######## fir_output_stage ########
fir_output_stage, gate families picked out:
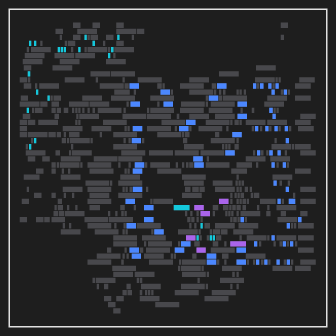

--- src/rtl/fir_pkg.sv ---
// Shared widths, sample types and the saturation helper
// for the FIR output stage.
package fir_pkg;

  localparam int DEF_ACC_W      = 16;
  localparam int DEF_OUT_W      = 16;
  localparam int DEF_FRAC_SHIFT = 0;
  localparam int DEF_FIFO_DEPTH = 4;
  localparam int DEF_CNT_W      = 16;

  typedef logic signed [DEF_ACC_W-1:0] acc_t;
  typedef logic signed [DEF_OUT_W-1:0] out_t;

  // Clamp v into the signed range of a w-bit value.
  function automatic logic signed [63:0] sat_clamp(
    input logic signed [63:0] v,
    input int                 w
  );
    logic signed [63:0] hi;
    logic signed [63:0] lo;
    hi = (64'sd1 <<< (w - 1)) - 64'sd1;
    lo = -hi - 64'sd1;
    if (v > hi) return hi;
    if (v < lo) return lo;
    return v;
  endfunction

endpackage

--- src/rtl/sync_fifo.sv ---
// Small synchronous FIFO: storage, wrapping pointers and
// an explicit occupancy count.
module sync_fifo #(
  parameter int DEPTH = 4,
  parameter int W     = 8
) (
  input  logic                     clk,
  input  logic                     rst,
  input  logic                     push,
  input  logic [W-1:0]             wr_data,
  input  logic                     pop,
  output logic [W-1:0]             rd_data,
  output logic [$clog2(DEPTH):0]   count,
  output logic                     full,
  output logic                     empty
);

  localparam int AW = $clog2(DEPTH);

  logic [W-1:0]  mem [DEPTH];
  logic [AW-1:0] wr_ptr;
  logic [AW-1:0] rd_ptr;
  logic          push_ok;
  logic          pop_ok;

  assign full    = count == (AW+1)'(DEPTH);
  assign empty   = count == '0;
  assign push_ok = push & ~full;
  assign pop_ok  = pop & ~empty;
  assign rd_data = mem[rd_ptr];

  always_ff @(posedge clk) begin
    if (push_ok) mem[wr_ptr] <= wr_data;
  end

  always_ff @(posedge clk or negedge rst) begin
    if (!rst) begin
      wr_ptr <= '0;
      rd_ptr <= '0;
      count  <= '0;
    end else begin
      if (push_ok) wr_ptr <= wr_ptr + 1'b1;
      if (pop_ok)  rd_ptr <= rd_ptr + 1'b1;
      unique case ({push_ok, pop_ok})
        2'b10:   count <= count + 1'b1;
        2'b01:   count <= count - 1'b1;
        default: count <= count;
      endcase
    end
  end

endmodule

--- src/rtl/fir_output_stage.sv ---
// FIR output stage: round/shift, saturate, buffer and
// report saturation statistics with valid/ready flow.
module fir_output_stage
  import fir_pkg::*;
#(
  parameter int ACC_W      = DEF_ACC_W,
  parameter int OUT_W      = DEF_OUT_W,
  parameter int FRAC_SHIFT = DEF_FRAC_SHIFT,
  parameter int FIFO_DEPTH = DEF_FIFO_DEPTH,
  parameter int CNT_W      = DEF_CNT_W
) (
  input  logic                    clk,
  input  logic                    rst,
  input  logic signed [ACC_W-1:0] y_in,
  input  logic                    in_valid,
  output logic                    in_ready,
  output logic [OUT_W-1:0]        out_data,
  output logic                    out_valid,
  input  logic                    out_ready,
  input  logic                    clr_stat,
  output logic                    ovf_flag,
  output logic [CNT_W-1:0]        sat_count
);

  localparam int RW = ACC_W + 1;
  localparam int AW = $clog2(FIFO_DEPTH);
  localparam logic signed [RW-1:0] RND =
    RW'((2 ** FRAC_SHIFT) / 2);

  logic                 accept;
  logic signed [RW-1:0] rnd_sum;
  logic signed [RW-1:0] s1_data;
  logic                 s1_valid;
  logic signed [63:0]   s1_wide;
  logic signed [63:0]   clamped;
  logic                 sat_hit;
  logic [OUT_W-1:0]     head;
  logic [OUT_W-1:0]     hold;
  logic                 pop;
  logic                 full;
  logic                 empty;
  logic [AW:0]          count;
  logic [AW+1:0]        occ;

  assign accept  = in_valid & in_ready;
  assign rnd_sum = RW'(y_in) + RND;

  always_ff @(posedge clk or negedge rst) begin
    if (!rst) begin
      s1_valid <= 1'b0;
      s1_data  <= '0;
    end else begin
      s1_valid <= accept;
      if (accept) s1_data <= rnd_sum >>> FRAC_SHIFT;
    end
  end

  assign s1_wide = 64'(s1_data);
  assign clamped = sat_clamp(s1_wide, OUT_W);
  assign sat_hit = s1_valid && (clamped != s1_wide);

  sync_fifo #(
    .DEPTH (FIFO_DEPTH),
    .W     (OUT_W)
  ) u_fifo (
    .clk     (clk),
    .rst     (rst),
    .push    (s1_valid),
    .wr_data (clamped[OUT_W-1:0]),
    .pop     (pop),
    .rd_data (head),
    .count   (count),
    .full    (full),
    .empty   (empty)
  );

  assign out_valid = ~empty;
  assign pop       = out_valid & out_ready;
  assign out_data  = empty ? hold : head;

  // Reserve a slot for the sample already in stage 1.
  assign occ      = {1'b0, count} + (AW+2)'(s1_valid);
  assign in_ready = !full && (occ < (AW+2)'(FIFO_DEPTH));

  always_ff @(posedge clk or negedge rst) begin
    if (!rst) begin
      hold <= '0;
    end else if (pop) begin
      hold <= head;
    end
  end

  always_ff @(posedge clk or negedge rst) begin
    if (!rst) begin
      ovf_flag  <= 1'b0;
      sat_count <= '0;
    end else if (clr_stat) begin
      ovf_flag  <= 1'b0;
      sat_count <= '0;
    end else if (sat_hit) begin
      ovf_flag <= 1'b1;
      if (sat_count != '1) sat_count <= sat_count + 1'b1;
    end
  end

endmodule

--- config.mk ---
export PLATFORM = sky130hd
export DESIGN_NAME = fir_output_stage
export DESIGN_NICKNAME = d
export VERILOG_FILES = /design/src/rtl/fir_pkg.sv /design/src/rtl/sync_fifo.sv /design/src/rtl/fir_output_stage.sv
export SDC_FILE = /design/constraint.sdc
export NUM_CORES = 1
export LEC_CHECK = 0
export ABC_AREA = 1
export CAP_MARGIN = 25
export CORE_MARGIN = 4
export CORE_UTILIZATION = 30
export CTS_CLUSTER_DIAMETER = 50
export CTS_CLUSTER_SIZE = 16
export DETAILED_ROUTE_END_ITERATION = 12
export PLACE_DENSITY = 0.48
export SLEW_MARGIN = 30
export SYNTH_ARGS = -nofsm -noshare
export SYNTH_HDL_FRONTEND = slang
export SYNTH_HIERARCHICAL = 1
export SYNTH_SLANG_ARGS = --single-unit
--- constraint.sdc ---
create_clock -name clk -period 2.3 [get_ports clk]
set_input_delay 0.345 -clock clk [delete_from_list [all_inputs] [get_ports clk]]
set_output_delay 0.345 -clock clk [all_outputs]
set_load 0.05 [all_outputs]
######## trap_ctrl ########
## src/rtl/trap_ctrl.sv

```systemverilog
// Execute-stage trap sequencer: detects ECALL/EBREAK/illegal/MRET, drains memory,
// commits to the CSR file for one cycle, then redirects fetch and holds the flush.
module trap_ctrl #(
  parameter int unsigned FLUSH_CYCLES = 2,
  parameter int unsigned CNT_W        = 16
) (
  input  logic             clk,
  input  logic             rstn,
  input  logic             valid_i,
  input  logic [31:0]      pc_i,
  input  logic             is_ecall_i,
  input  logic             is_ebreak_i,
  input  logic             is_illegal_i,
  input  logic             is_mret_i,
  input  logic             mem_busy_i,
  input  logic [31:0]      mtvec_i,
  input  logic [31:0]      mepc_i,
  output logic             stall_o,
  output logic             flush_o,
  output logic             trap_o,
  output logic [31:0]      trap_pc_o,
  output logic [3:0]       trap_cause_o,
  output logic             mret_o,
  output logic             redirect_o,
  output logic [31:0]      redirect_pc_o,
  output logic [CNT_W-1:0] trap_cnt_o
);

  typedef enum logic [1:0] {StIdle, StDrain, StCommit, StRedirect} state_e;

  localparam logic [3:0] FlushLast = 4'(FLUSH_CYCLES - 1);

  state_e            state_q, state_d;
  logic [31:0]       pc_q;
  logic [3:0]        cause_q;
  logic              is_trap_q;
  logic [3:0]        fcnt_q;
  logic [CNT_W-1:0]  cnt_q;
  logic [31:0]       rpc_q;

  logic              event_w;
  logic              latch_w;
  logic              first_w;
  logic [3:0]        cause_w;
  logic              is_trap_w;
  logic [31:0]       target_w;

  // Direct-mode vectoring: the low two bits of mtvec/mepc never reach fetch.
  logic unused_low_bits;
  assign unused_low_bits = ^{mtvec_i[1:0], mepc_i[1:0]};

  assign event_w   = valid_i & (is_illegal_i | is_ebreak_i | is_ecall_i | is_mret_i);
  assign is_trap_w = is_illegal_i | is_ebreak_i | is_ecall_i;

  always_comb begin
    cause_w = 4'd0;
    if (is_illegal_i)     cause_w = 4'd2;
    else if (is_ebreak_i) cause_w = 4'd3;
    else if (is_ecall_i)  cause_w = 4'd11;
  end

  assign target_w = is_trap_q ? {mtvec_i[31:2], 2'b00} : {mepc_i[31:2], 2'b00};

  always_comb begin
    state_d    = state_q;
    stall_o    = 1'b0;
    flush_o    = 1'b0;
    trap_o     = 1'b0;
    mret_o     = 1'b0;
    redirect_o = 1'b0;
    latch_w    = 1'b0;
    first_w    = 1'b0;
    unique case (state_q)
      StIdle: begin
        if (event_w) begin
          stall_o = 1'b1;
          latch_w = 1'b1;
          state_d = mem_busy_i ? StDrain : StCommit;
        end
      end
      StDrain: begin
        stall_o = 1'b1;
        if (!mem_busy_i) state_d = StCommit;
      end
      StCommit: begin
        stall_o = 1'b1;
        trap_o  = is_trap_q;
        mret_o  = ~is_trap_q;
        state_d = StRedirect;
      end
      StRedirect: begin
        stall_o    = 1'b1;
        flush_o    = 1'b1;
        first_w    = (fcnt_q == FlushLast);
        redirect_o = first_w;
        if (fcnt_q == 4'd0) state_d = StIdle;
      end
      default: state_d = StIdle;
    endcase
  end

  always_ff @(posedge clk or negedge rstn) begin
    if (!rstn) begin
      state_q   <= StIdle;
      pc_q      <= '0;
      cause_q   <= '0;
      is_trap_q <= 1'b0;
      fcnt_q    <= '0;
      cnt_q     <= '0;
      rpc_q     <= '0;
    end else begin
      state_q <= state_d;
      if (latch_w) begin
        pc_q      <= pc_i;
        cause_q   <= cause_w;
        is_trap_q <= is_trap_w;
      end
      if (state_q == StCommit) begin
        fcnt_q <= FlushLast;
        if (is_trap_q) cnt_q <= cnt_q + CNT_W'(1);
      end else if (state_q == StRedirect && fcnt_q != 4'd0) begin
        fcnt_q <= fcnt_q - 4'd1;
      end
      if (first_w) rpc_q <= target_w;
    end
  end

  assign trap_pc_o     = pc_q;
  assign trap_cause_o  = cause_q;
  assign trap_cnt_o    = cnt_q;
  // Target is visible alongside the redirect strobe, then held.
  assign redirect_pc_o = first_w ? target_w : rpc_q;

endmodule

```

## config.mk

```make
export PLATFORM = sky130hd
export DESIGN_NAME = trap_ctrl
export DESIGN_NICKNAME = d
export VERILOG_FILES = /design/src/rtl/trap_ctrl.sv
export SDC_FILE = /design/constraint.sdc
export NUM_CORES = 1
export LEC_CHECK = 0
export CAP_MARGIN = 0
export CORE_MARGIN = 10
export CORE_UTILIZATION = 25
export DETAILED_ROUTE_END_ITERATION = 12
export GPL_TIMING_DRIVEN = 0
export PLACE_DENSITY = 0.65
export SYNTH_ARGS = -nofsm -noshare
export SYNTH_HDL_FRONTEND = slang
export SYNTH_SLANG_ARGS = --single-unit
```

## constraint.sdc

```tcl
create_clock -name clk -period 2.76 [get_ports clk]
set_input_delay 0.69 -clock clk [delete_from_list [all_inputs] [get_ports clk]]
set_output_delay 0.69 -clock clk [all_outputs]
set_load 0.01 [all_outputs]
```

######## imem_loader ########
## src/rtl/imem_loader_pkg.sv

```systemverilog
// Shared definitions for the instruction-memory boot loader.
package imem_loader_pkg;

    typedef enum logic [2:0] {
        LEN_HI = 3'd0,
        LEN_LO = 3'd1,
        DATA   = 3'd2,
        CSUM   = 3'd3,
        DONE   = 3'd4,
        ERR    = 3'd5
    } state_t;

    localparam int LEN_W          = 16;
    localparam int BYTES_PER_WORD = 4;

endpackage

```

## src/rtl/imem_word_packer.sv

```systemverilog
// Packs accepted bytes big-endian into 32-bit words; word_done marks the 4th byte.
module imem_word_packer
    import imem_loader_pkg::*;
(
    input  logic        clk,
    input  logic        rst,
    input  logic [7:0]  data_byte,
    input  logic        accept,
    output logic [31:0] word,
    output logic        word_done
);

    logic [23:0] shift;
    logic [1:0]  cnt;

    // The completed word includes the byte being accepted this cycle.
    assign word      = {shift, data_byte};
    assign word_done = accept && (cnt == 2'(BYTES_PER_WORD - 1));

    always_ff @(posedge clk or posedge rst) begin
        if (rst) begin
            shift <= '0;
            cnt   <= '0;
        end else if (accept) begin
            shift <= {shift[15:0], data_byte};
            cnt   <= cnt + 2'd1;
        end
    end

endmodule

```

## src/rtl/imem_loader.sv

```systemverilog
// Boot loader: byte stream -> instruction memory, holding the CPU in reset until loaded.
// Define IMEM_LOADER_CHECKSUM_EN to require a trailing XOR checksum byte.
//
// state  | meaning
// LEN_HI | waiting for word-count high byte
// LEN_LO | waiting for word-count low byte
// DATA   | receiving data bytes, writing one word per 4 bytes
// CSUM   | waiting for checksum byte (checksum build only)
// DONE   | load complete, CPU released one cycle later
// ERR    | load aborted, CPU held in reset
module imem_loader #(
    parameter int ADDR_W = 6
) (
    input  logic              CLK,
    input  logic              RESET,
    input  logic              rx_valid,
    input  logic [7:0]        rx_byte,
    output logic              rx_ready,
    output logic              imem_we,
    output logic [ADDR_W-1:0] imem_addr,
    output logic [31:0]       imem_wdata,
    output logic              cpu_reset,
    output logic              done,
    output logic              error
);
    import imem_loader_pkg::*;

    localparam logic [LEN_W:0] DEPTH = (LEN_W + 1)'(2 ** ADDR_W);
`ifdef IMEM_LOADER_CHECKSUM_EN
    localparam state_t END_STATE = CSUM;
`else
    localparam state_t END_STATE = DONE;
`endif

    state_t            state;
    logic [7:0]        len_hi;
    logic [LEN_W-1:0]  len;
    logic [LEN_W-1:0]  len_word;
    logic [ADDR_W:0]   word_cnt;
    logic              accept;
    logic              last_word;
    logic [31:0]       packed_word;
    logic              word_done;
`ifdef IMEM_LOADER_CHECKSUM_EN
    logic [7:0]        csum_acc;
`endif

    assign rx_ready  = !RESET && (state == LEN_HI || state == LEN_LO ||
                                  state == DATA   || state == CSUM);
    assign accept    = rx_valid && rx_ready;
    assign len_word  = {len_hi, rx_byte};
    assign last_word = (LEN_W'(word_cnt) + LEN_W'(1)) == len;
    assign error     = (state == ERR);
    assign cpu_reset = !done;

    imem_word_packer u_packer (
        .clk       (CLK),
        .rst       (RESET),
        .data_byte (rx_byte),
        .accept    (accept && (state == DATA)),
        .word      (packed_word),
        .word_done (word_done)
    );

    always_ff @(posedge CLK or posedge RESET) begin
        if (RESET) begin
            state      <= LEN_HI;
            len_hi     <= '0;
            len        <= '0;
            word_cnt   <= '0;
            imem_we    <= 1'b0;
            imem_addr  <= '0;
            imem_wdata <= '0;
            done       <= 1'b0;
`ifdef IMEM_LOADER_CHECKSUM_EN
            csum_acc   <= '0;
`endif
        end else begin
            imem_we <= 1'b0;
            // Release lags DONE entry by one cycle so the final write has landed.
            done    <= (state == DONE);
            case (state)
                LEN_HI: if (accept) begin
                    len_hi <= rx_byte;
                    state  <= LEN_LO;
                end
                LEN_LO: if (accept) begin
                    len <= len_word;
                    if ({1'b0, len_word} > DEPTH)
                        state <= ERR;
                    else if (len_word == '0)
                        state <= END_STATE;
                    else
                        state <= DATA;
                end
                DATA: if (accept) begin
`ifdef IMEM_LOADER_CHECKSUM_EN
                    csum_acc <= csum_acc ^ rx_byte;
`endif
                    if (word_done) begin
                        imem_we    <= 1'b1;
                        imem_addr  <= word_cnt[ADDR_W-1:0];
                        imem_wdata <= packed_word;
                        word_cnt   <= word_cnt + (ADDR_W + 1)'(1);
                        if (last_word)
                            state <= END_STATE;
                    end
                end
`ifdef IMEM_LOADER_CHECKSUM_EN
                CSUM: if (accept) begin
                    state <= (rx_byte == csum_acc) ? DONE : ERR;
                end
`endif
                DONE:    state <= DONE;
                ERR:     state <= ERR;
                default: state <= ERR;
            endcase
        end
    end

endmodule

```

## config.mk

```make
export PLATFORM = sky130hd
export DESIGN_NAME = imem_loader
export DESIGN_NICKNAME = d
export VERILOG_FILES = /design/src/rtl/imem_loader_pkg.sv /design/src/rtl/imem_word_packer.sv /design/src/rtl/imem_loader.sv
export SDC_FILE = /design/constraint.sdc
export NUM_CORES = 1
export LEC_CHECK = 0
export CAP_MARGIN = 10
export CORE_MARGIN = 4
export CORE_UTILIZATION = 55
export DETAILED_ROUTE_END_ITERATION = 6
export PLACE_DENSITY = 0.79
export SYNTH_ARGS = -nofsm -noshare
export SYNTH_HDL_FRONTEND = slang
export SYNTH_HIERARCHICAL = 1
export SYNTH_SLANG_ARGS = --single-unit
```

## constraint.sdc

```tcl
create_clock -name CLK -period 2.9 [get_ports CLK]
set_input_delay 0.58 -clock CLK [delete_from_list [all_inputs] [get_ports CLK]]
set_output_delay 0.58 -clock CLK [all_outputs]
set_load 0.02 [all_outputs]
```

######## tdc_latch_ctrl ########
**config.mk**
```make
export PLATFORM = sky130hd
export DESIGN_NAME = tdc_latch_ctrl
export DESIGN_NICKNAME = d
export VERILOG_FILES = /design/src/rtl/tdc_ctrl_pkg.sv /design/src/rtl/tdc_latch_chan.sv /design/src/rtl/tdc_latch_ctrl.sv
export SDC_FILE = /design/constraint.sdc
export NUM_CORES = 1
export LEC_CHECK = 0
export CORE_MARGIN = 2
export CORE_UTILIZATION = 45
export DETAILED_ROUTE_END_ITERATION = 10
export GPL_TIMING_DRIVEN = 0
export PLACE_DENSITY = 0.74
export SETUP_SLACK_MARGIN = 0.05
export SYNTH_ARGS = -nofsm -noshare
export SYNTH_HDL_FRONTEND = slang
export SYNTH_SLANG_ARGS = --single-unit
```
**constraint.sdc**
```tcl
create_clock -name clk -period 2.25 [get_ports clk]
set_clock_uncertainty 0.05 [all_clocks]
set_input_delay 0.225 -clock clk [delete_from_list [all_inputs] [get_ports clk]]
set_output_delay 0.225 -clock clk [all_outputs]
set_load 0.01 [all_outputs]
```
**src/rtl/tdc_ctrl_pkg.sv**
```systemverilog
// -----------------------------------------------------------------------------
// tdc_ctrl_pkg
// Shared types and helpers for the multi-channel TDC latch controller:
//   - per-channel FSM state encoding
//   - per-channel edge-mode codes (edge_sel field values)
//   - dead-counter width helper
// No ports (package).
// -----------------------------------------------------------------------------
package tdc_ctrl_pkg;

    // Per-channel controller state
    typedef enum logic [1:0] {
        ARMED   = 2'd0,
        LATCH   = 2'd1,
        WAIT_RD = 2'd2,
        DEAD    = 2'd3
    } chan_state_t;

    // Edge qualification mode, one 2-bit field per channel
    typedef enum logic [1:0] {
        EDGE_OFF  = 2'b00,
        EDGE_RISE = 2'b01,
        EDGE_FALL = 2'b10,
        EDGE_BOTH = 2'b11
    } edge_mode_t;

    // Synchroniser depth used when the sync stage is enabled
    localparam int unsigned SYNC_STAGES = 2;

    // Dead counter only ever holds 0 .. dead_cyc-1
    function automatic int unsigned dead_cnt_w(input int unsigned dead_cyc);
        if (dead_cyc <= 1) begin
            return 1;
        end
        return $clog2(dead_cyc);
    endfunction

endpackage

```
**src/rtl/tdc_latch_chan.sv**
```systemverilog
// -----------------------------------------------------------------------------
// tdc_latch_chan
// One TDC channel: optional input synchroniser, selectable edge detect,
// ARMED/LATCH/WAIT_RD/DEAD controller, dead-time counter and saturating
// missed-edge counter. All outputs are registered.
//
// Optional feature: define TDC_LATCH_SYNC_EN to insert a 2-flop synchroniser
// on i_hit ahead of edge detection (+2 cycles latency).
//
// Ports:
//   clk         system clock, rising edge
//   rst         asynchronous active-high reset
//   i_hit       hit/clear input for this channel
//   i_edge_sel  edge mode (edge_mode_t encoding)
//   i_rd_ack    readout acknowledge pulse
//   o_latch     one-cycle capture strobe
//   o_pending   latched, awaiting acknowledge
//   o_busy      not armed (LATCH, WAIT_RD or DEAD)
//   o_miss_cnt  saturating count of edges seen while busy
// -----------------------------------------------------------------------------
module tdc_latch_chan
    import tdc_ctrl_pkg::*;
#(
    parameter int unsigned DEAD_CYC = 8,
    parameter int unsigned MISS_W   = 8
) (
    input  logic              clk,
    input  logic              rst,
    input  logic              i_hit,
    input  logic [1:0]        i_edge_sel,
    input  logic              i_rd_ack,
    output logic              o_latch,
    output logic              o_pending,
    output logic              o_busy,
    output logic [MISS_W-1:0] o_miss_cnt
);

    localparam int unsigned     CNT_W     = dead_cnt_w(DEAD_CYC);
    localparam logic [CNT_W-1:0] DEAD_LOAD = CNT_W'(DEAD_CYC - 1);

    chan_state_t       r_state;
    chan_state_t       w_state_nxt;
    logic [CNT_W-1:0]  r_dead_cnt;
    logic [CNT_W-1:0]  w_dead_nxt;
    logic [MISS_W-1:0] r_miss_cnt;
    logic [MISS_W-1:0] w_miss_nxt;
    logic              r_latch;
    logic              r_pending;
    logic              r_busy;
    logic              r_prev;
    logic              r_first;
    logic              w_sample;
    logic              w_rise;
    logic              w_fall;
    logic              w_edge_mode;
    logic              w_edge;

`ifdef TDC_LATCH_SYNC_EN
    logic [SYNC_STAGES-1:0] r_sync;

    // Two-flop synchroniser for asynchronous hits
    always_ff @(posedge clk or posedge rst) begin
        if (rst) begin
            r_sync <= '0;
        end else begin
            r_sync <= {r_sync[SYNC_STAGES-2:0], i_hit};
        end
    end

    assign w_sample = r_sync[SYNC_STAGES-1];
`else
    assign w_sample = i_hit;
`endif

    // Edge qualification; r_first masks the first sample after reset so a
    // level held through reset is not mistaken for an edge
    always_comb begin
        w_rise      = w_sample & ~r_prev;
        w_fall      = ~w_sample & r_prev;
        w_edge_mode = 1'b0;
        case (edge_mode_t'(i_edge_sel))
            EDGE_RISE: w_edge_mode = w_rise;
            EDGE_FALL: w_edge_mode = w_fall;
            EDGE_BOTH: w_edge_mode = w_rise | w_fall;
            default:   w_edge_mode = 1'b0;
        endcase
        w_edge = w_edge_mode & ~r_first;
    end

    // Next-state, dead counter and miss counter
    always_comb begin
        w_state_nxt = r_state;
        w_dead_nxt  = r_dead_cnt;
        w_miss_nxt  = r_miss_cnt;

        case (r_state)
            ARMED: begin
                if (w_edge) begin
                    w_state_nxt = LATCH;
                end
            end
            LATCH: begin
                w_state_nxt = WAIT_RD;
            end
            WAIT_RD: begin
                if (i_rd_ack) begin
                    w_state_nxt = DEAD;
                    w_dead_nxt  = DEAD_LOAD;
                end
            end
            DEAD: begin
                if (r_dead_cnt == '0) begin
                    w_state_nxt = ARMED;
                end else begin
                    w_dead_nxt = r_dead_cnt - CNT_W'(1);
                end
            end
            default: begin
                w_state_nxt = ARMED;
            end
        endcase

        // Edges while busy never restart the channel; they are only counted
        if (w_edge && (r_state != ARMED) && (r_miss_cnt != '1)) begin
            w_miss_nxt = r_miss_cnt + MISS_W'(1);
        end
    end

    // State and registered outputs
    always_ff @(posedge clk or posedge rst) begin
        if (rst) begin
            r_state    <= ARMED;
            r_dead_cnt <= '0;
            r_miss_cnt <= '0;
            r_latch    <= 1'b0;
            r_pending  <= 1'b0;
            r_busy     <= 1'b0;
            r_prev     <= 1'b0;
            r_first    <= 1'b1;
        end else begin
            r_state    <= w_state_nxt;
            r_dead_cnt <= w_dead_nxt;
            r_miss_cnt <= w_miss_nxt;
            r_latch    <= (w_state_nxt == LATCH);
            r_pending  <= (w_state_nxt == WAIT_RD);
            r_busy     <= (w_state_nxt != ARMED);
            r_prev     <= w_sample;
            r_first    <= 1'b0;
        end
    end

    assign o_latch    = r_latch;
    assign o_pending  = r_pending;
    assign o_busy     = r_busy;
    assign o_miss_cnt = r_miss_cnt;

endmodule

```
**src/rtl/tdc_latch_ctrl.sv**
```systemverilog
// -----------------------------------------------------------------------------
// tdc_latch_ctrl
// Multi-channel TDC clear/latch pulse generator. Each of N_CH channels detects
// a selectable edge on its hit input, strobes latch for one cycle, holds until
// rd_ack, then waits DEAD_CYC cycles before re-arming. Channels are fully
// independent; this level only slices the buses.
//
// Optional feature: TDC_LATCH_SYNC_EN adds a 2-flop synchroniser per hit bit.
//
// Ports:
//   clk       system clock, rising edge
//   rst       asynchronous active-high reset
//   hit       [N_CH]        per-channel hit/clear inputs
//   edge_sel  [2*N_CH]      per-channel edge mode, bits [2c+1:2c]
//   rd_ack    [N_CH]        per-channel readout acknowledge pulse
//   latch     [N_CH]        per-channel one-cycle capture strobe
//   pending   [N_CH]        latched and awaiting rd_ack
//   busy      [N_CH]        channel not armed
//   miss_cnt  [N_CH*MISS_W] per-channel saturating missed-edge counts
// -----------------------------------------------------------------------------
module tdc_latch_ctrl
    import tdc_ctrl_pkg::*;
#(
    parameter int unsigned N_CH     = 4,
    parameter int unsigned DEAD_CYC = 8,
    parameter int unsigned MISS_W   = 8
) (
    input  logic                   clk,
    input  logic                   rst,
    input  logic [N_CH-1:0]        hit,
    input  logic [2*N_CH-1:0]      edge_sel,
    input  logic [N_CH-1:0]        rd_ack,
    output logic [N_CH-1:0]        latch,
    output logic [N_CH-1:0]        pending,
    output logic [N_CH-1:0]        busy,
    output logic [N_CH*MISS_W-1:0] miss_cnt
);

    localparam int unsigned MODE_W = $bits(edge_mode_t);

    // One independent controller per channel
    for (genvar c = 0; c < N_CH; c++) begin : g_chan
        tdc_latch_chan #(
            .DEAD_CYC (DEAD_CYC),
            .MISS_W   (MISS_W)
        ) u_chan (
            .clk        (clk),
            .rst        (rst),
            .i_hit      (hit[c]),
            .i_edge_sel (edge_sel[MODE_W*c +: MODE_W]),
            .i_rd_ack   (rd_ack[c]),
            .o_latch    (latch[c]),
            .o_pending  (pending[c]),
            .o_busy     (busy[c]),
            .o_miss_cnt (miss_cnt[MISS_W*c +: MISS_W])
        );
    end

endmodule
```

==> screenshots <==
Gate families picked out.
shot_01.png
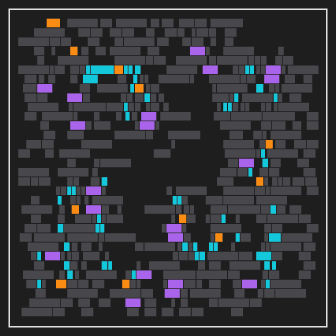
shot_02.png
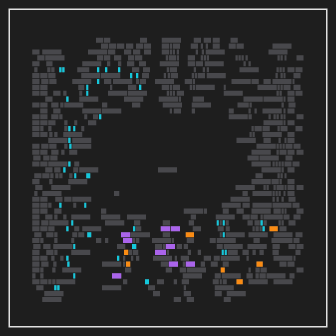
shot_03.png
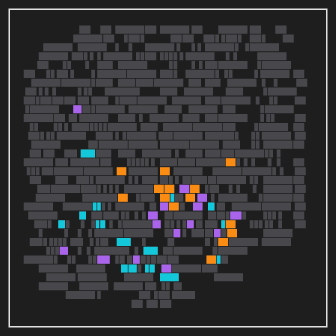
shot_03.png comes from imem_loader.
shot_01.png comes from tdc_latch_ctrl.
shot_02.png comes from trap_ctrl.
The one with the most cells is shot_02.png.

trap_ctrl, a small window of the routed layout:
Bar = 10 microns. Region (24, 24) to (49, 49) microns. Cells in grey, sequential cells in the stronger grey; small squares are vias.
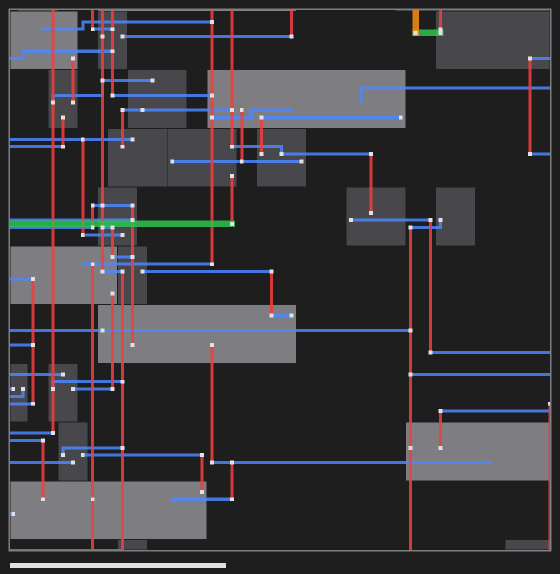
| layer | colour |
|---|---|
| metal 4 | orange |
| metal 2 | red |
| metal 3 | green |
| metal 1 | blue |
most frequent: nor2_1 (5), dfrtp_1 (5), clkbuf_4 (2)
cells with their middle in the window: 18
netlist names of flops here include: rpc_q (4), fcnt_q (1)
sequential cells in the window: 5

==> run notes, trap_ctrl <==
Reports from this run.

- The number of multi-input logic gates reads 271.
- The stage logs contain a warning count of 37.
- The clock skew is 7.913 ps.
- The area added between synthesis and finish reads 60.68%.
- In the global route stage, met1 resource usage came out at 0.1369.
- Per the synthesis report, the simple-gate share of the synthesized area is 0.1788.
- The flow ran to the end, and the final reports show no timing, DRC or antenna violations.
- The average detailed-routed wire length per instance reads 15.42 microns.
- For met2 alone, demand over resource in global routing was 0.1859.
- After floorplanning, the die was sized to cover 21280 sq um.
- The number of flops mapped to enable cells by yosys is 0.
- The netlist area before placement reads 3961 sq um.
- The maximum operating frequency is 374.4 MHz.
- The cell total in the yosys stat output reads 390.
- The height of the die is 145.9 microns.
- The wire length of the first global-routing pass is 20310 microns.
- The layout buffer count excluding clock buffers is 209.
- The capture point of the critical path is redirect_pc_o[5].
- The final worst-path cycle share is 0.9678.
- The max-cap violation count is 0.
- The number of flip-flops and latches is 90.
- The mean number of vias per cell is 4.254.
- The worst reg2reg path endpoint reads trap_cnt_o[8].
- The category of the worst setup path launch point reads a flop.
- The clock-pin slew on the worst setup and hold paths is 60 ps.
- The worst-case setup margin in the final layout is 88.89 ps.
- The portion of total power attributed to sequential cells reads 0.322.
- Synthesis inferred 90 register bits.
- For reference, the top cells by area after synthesis are dfrtp_1 (57%), nand2_1 (10%), mux2i_1 (8.6%).
- Data on the critical path arrives at its endpoint at 1980 ps.
- The type of the worst min-delay path reads primary input to asynchronous set/reset pin.
- STA classifies the critical path endpoint as a primary output.
- The post-synthesis net count reads 503.
- The chip width reads 145.9 microns.
- The most numerous cell in the Yosys netlist is nand2_1.
- The placed wire-length estimate after detailed placement is 9930 microns.
- The maximum vdd ir drop reads 0.0003758 V.
- The met3 wire length reads 1278 microns.
- The multiplexer area fraction after synthesis reads 0.09160.
- Per the synthesis report, the number of distinct cell types is 33.
- The vias after detailed routing reads 3429.
- The number of failing hold endpoints at the final stage is 0.
- The last timing report of the flow puts the setup violation total at 0.
- The number of global-route vias before repair was 3806.
- The overall routing resource usage reads 0.1173.
- The final layout net count reads 703.
==> trap_ctrl: critical path, cell delays in order, from the launching register on <==
cell and delay [ps]:
dfrtp_1 370, inv_1 110, ha_1 160, and3_1 160
buf_4 170, buf_4 180, nor2_1 60, a21oi_1 140
dlygate4sd2_1 300
==> trap_ctrl: power groups by stage <==
stage,Clock (mW),Sequential (mW),Combinational [mW]
after floorplan,0,2.24,1.54
after global placement,0,2.12,3.48
after detailed placement,0,2.15,3.55
after CTS,1.18,2.12,3.43
after global routing,1.23,2.19,3.70
final,1.13,2.12,3.32
fir_output_stage, port wiring:
Bar = 50 microns.
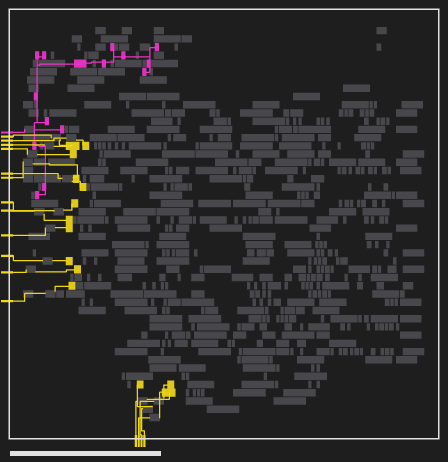
| port | colour | direction | end cells | buffers | wire |
|---|---|---|---|---|---|
| clr_stat | magenta | input | 17 | 1 | 134 microns |
| y_in | yellow | input | 16 | 16 | 330 microns |
Buffers on Ports: 55
I/O pin cnt: 56

## Picture notes: 'gate families picked out' of fir_output_stage
| family | colour | cells |
|---|---|---|
| NOR gates | cyan | 22 |
| inverting AOI/OAI gates | blue | 65 |
| adder and majority cells | purple | 6 |
Commonest Layout Cell: nand2_1
post-route insts no fill: 787

==> run notes, fir_output_stage <==
Reports from this run.

- The type of the worst min-delay path is flop to flop.
- The peak per-stage delay on the critical path reads 400 ps.
- The placement row count reads 48.
- The number of failing hold endpoints at the final stage reads 0.
- The floorplan step defined a core boundary enclosing 17360 sq um.
- In the final design database the tool counted 576 nets.
- The total negative setup slack is 0 ps.
- The aggregate routed wire length is 10700 microns.
- In this run the maximum-capacitance check reported violations numbering 0.
- In the post-synthesis netlist, the biggest area contributors are edfxtp_1 (36%), dfrtp_1 (27%), nand2_1 (8.7%).
- The logic depth of the worst register-to-register path is 15.
- The Yosys warning count reads 6.
- The placed wire-length estimate after detailed placement is 7209 microns.
- The stage-log warning count is 30.
- The clock-pin slew on the worst setup and hold paths is 50 ps.
- The depth of the critical timing path with buffers and inverters included is 7.
- The wire length on met1 is 5341 microns.
- The routed design uses 4579 microns of met2 wire.
- The final max-slew violation count recorded for this run is 0.
- The run finished with clean final reports.
- The mean number of vias per cell is 4.235.
- STA on the placed design reports a worst setup slack of 136.3 ps.
- The maximum operating frequency is 457.3 MHz.
- The critical hold path startpoint reads hold[5].
- The number of multi-input logic gates is 252.
- The die area reads 20010 sq um.
- The smallest hold slack is 481.4 ps.
- The sequential cell area is 3348 sq um.
- The clock sink count reads 121.
==> fir_output_stage: worst register-to-register path, delay by kind of cell (launching register included) <==
kind	cells	cell delay [ps]
flops	1	420
simple gates	7	600
buf+inv	6	450
fa+ha+maj	2	540
==> fir_output_stage: report_power, final <==
| part | total (mW) | switching [mW] | internal [mW] |
|---|---|---|---|
| logic | 5.03 | 3.03 | 2.00 |
| registers | 3.41 | 0.385 | 3.02 |
| clock network | 2.43 | 0.939 | 1.49 |
tdc_latch_ctrl, a small window of the routed layout:
Bar = 10 microns. Region (11, 11) to (36, 36) microns. Cells in grey, sequential cells in the stronger grey; small squares are vias.
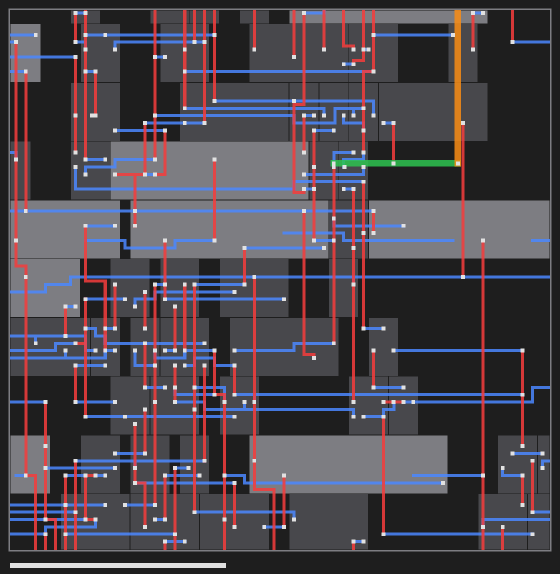
| layer | colour |
|---|---|
| metal 2 | red |
| metal 4 | orange |
| metal 1 | blue |
| metal 3 | green |
netlist names of flops here include: g_chan.u_chan.o_miss_cnt (3)
most frequent: nor3_1 (5), dfrtp_1 (5)
cells with their middle in the window: 45
sequential cells in the window: 5

==> run notes, tdc_latch_ctrl <==
Reports from this run.

- The stage-log warning count reads 35.
- The run finished with clean final reports.
- Per the run report, area growth between synthesis and finish was 29.94%.
- The cell sequence reported for the critical path is clkdlybuf4s50_1 -> inv_1 -> ha_1 -> nand2b_1 -> a311oi_4 -> o221ai_4 -> nor4_2 -> xor2_1.
- The final layout net count is 467.
- Per the layout report, the design carries 24 non-clock inverters.
- The static leakage reads 2.074 nW.
- The fraction of layout cells with a size suffix above 1 reads 0.1201.
- The register with the most flip-flops in the layout has 32 of them.
- The post-CTS setup repair buffer count is 2.
- The average detailed-routed wire length per instance reads 11.81 microns.
- The category of the worst setup path launch point reads a primary input.
- The portion of total power attributed to sequential cells is 0.416.
- The portion of the post-synthesis area used by sequential elements is 0.4934.
- The number of placed instances, taps included, is 512.
- STA on the placed design reports a worst setup slack of -439.1 ps.
- The multiplexer area fraction after synthesis is 0.02465.
## tdc_latch_ctrl: worst register-to-register path, stage by stage, from the launching register on
cell	delay (ps)
dfrtp_1	380
ha_1	260
nand2b_1	180
a311oi_4	380
o221ai_4	210
or3_1	390
xnor2_1	140
## tdc_latch_ctrl: routing by layer
metal | part of all wire | GRT usage
met4 | 0.0095 | 0.06343
met5 | 0 | 0
met3 | 0.032 | 0.03122
met1 | 0.45 | 0.2002
met2 | 0.51 | 0.2831
imem_loader, sequential cells grouped by signal name:
Bar = 20 microns.
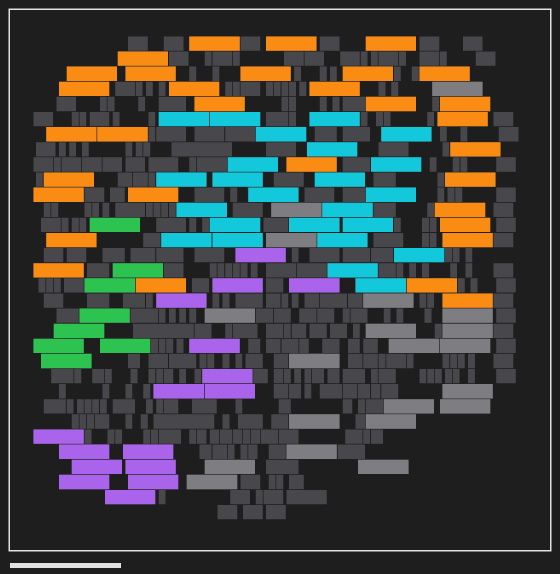
| netlist name | colour | placed flops |
|---|---|---|
| u_packer/shift | cyan | 24 |
| len | purple | 16 |
| len_hi | green | 8 |
| imem_wdata | orange | 32 |
not coloured: 20
total area of sequential cells: 2502 sq um
fraction of standard cell area that is sequential: 0.4840
Core Util, Final: 0.6690
power consumed by sequential cells: 1.40 mW

==> run notes, imem_loader <==
Reports from this run.

- The flow ran to the end, and the final reports show no timing, DRC or antenna violations.
- The wire length of the first global-routing pass is 14330 microns.
- The critical hold path startpoint reads u_packer/shift[19].
- Counting flops with an async set or reset pin after synthesis yields a share of 1.000.
- The number of antenna violations at the first check in global routing is 0.
- Logged for this run, the post-placement worst setup slack is 166.8 ps.
- The depth of the critical timing path with buffers and inverters included reads 3.
- The DRC violations left reads 0.
- The number of DRC markers after the initial detailed-route iteration reads 168.
- The share of the final layout cell area in multi-input gates reads 0.3170.
- The script reports the combined buffer and inverter count of the critical path as 2.
- The post-layout instance area reads 5170 sq um.
- The global-route layer with the greatest usage is met2.
- The floorplan-stage core utilization is 0.5657.
- The count of instances resized after the clock tree is built reads 0.
imem_loader: cells by family (layout without fill, tap and decap cells):
logic type / after synthesis / in the layout / share of synthesized area
simple gates: 214 / 214 / 0.2124
buf+inv: 33 / 86 / 0.05409
flops: 100 / 100 / 0.5724
mux: 34 / 34 / 0.1027
xor+xnor: 14 / 14 / 0.02805
fa+ha+maj: 2 / 2 / 0.005723
compound gates: 15 / 15 / 0.02462
imem_loader: power breakdown:
part | switching [mW] | internal (mW)
combinational | 0.0427 | 0.0256
clock | 0.478 | 0.607
sequential | 0.00506 | 1.40


==> notes/layouts.md <==
Pictures saved along the way, in no particular order.

Sequential cells grouped by signal name.
(a)
Bar = 20 microns.
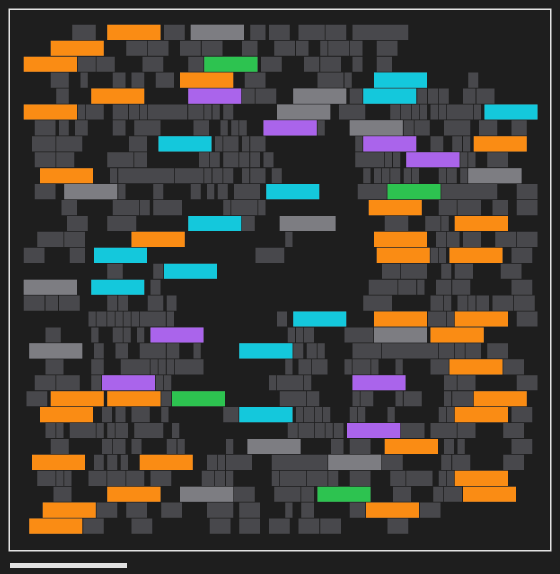
(b)
Bar = 50 microns.
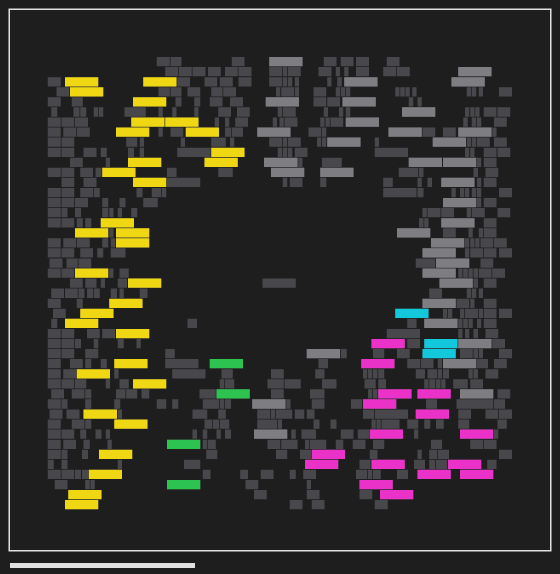
(c)
Bar = 50 microns.
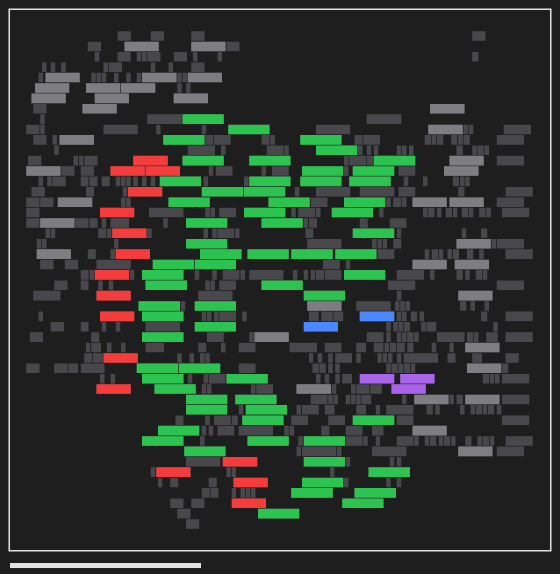
- fir_output_stage = (c)
- trap_ctrl = (b)
- tdc_latch_ctrl = (a)
Of these, fewest cells: (a)
Of these, smallest die: (a)


## Gallery

Track usage over the die.
Plate I
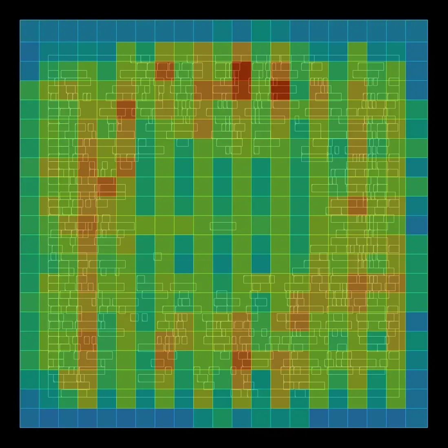
Plate II
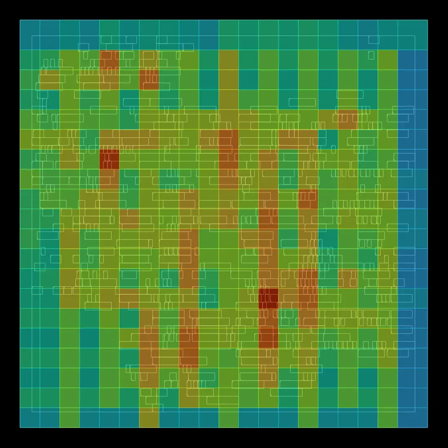
Plate III
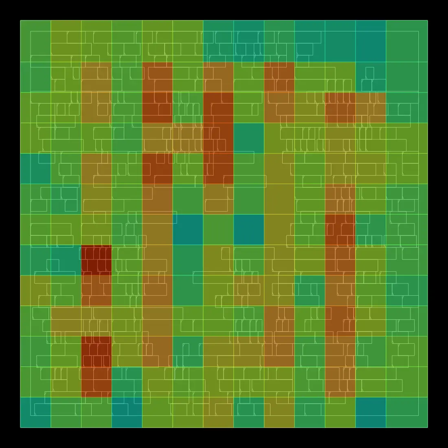
Plate IV
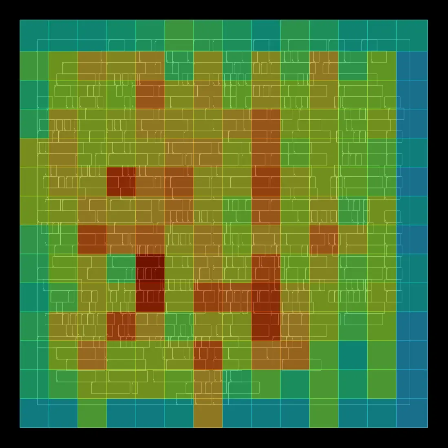
Plate I comes from trap_ctrl.
Plate II comes from fir_output_stage.
Plate III comes from tdc_latch_ctrl.
Plate IV comes from imem_loader.

No activity file was given, so power comes from the tool's default toggle rates.
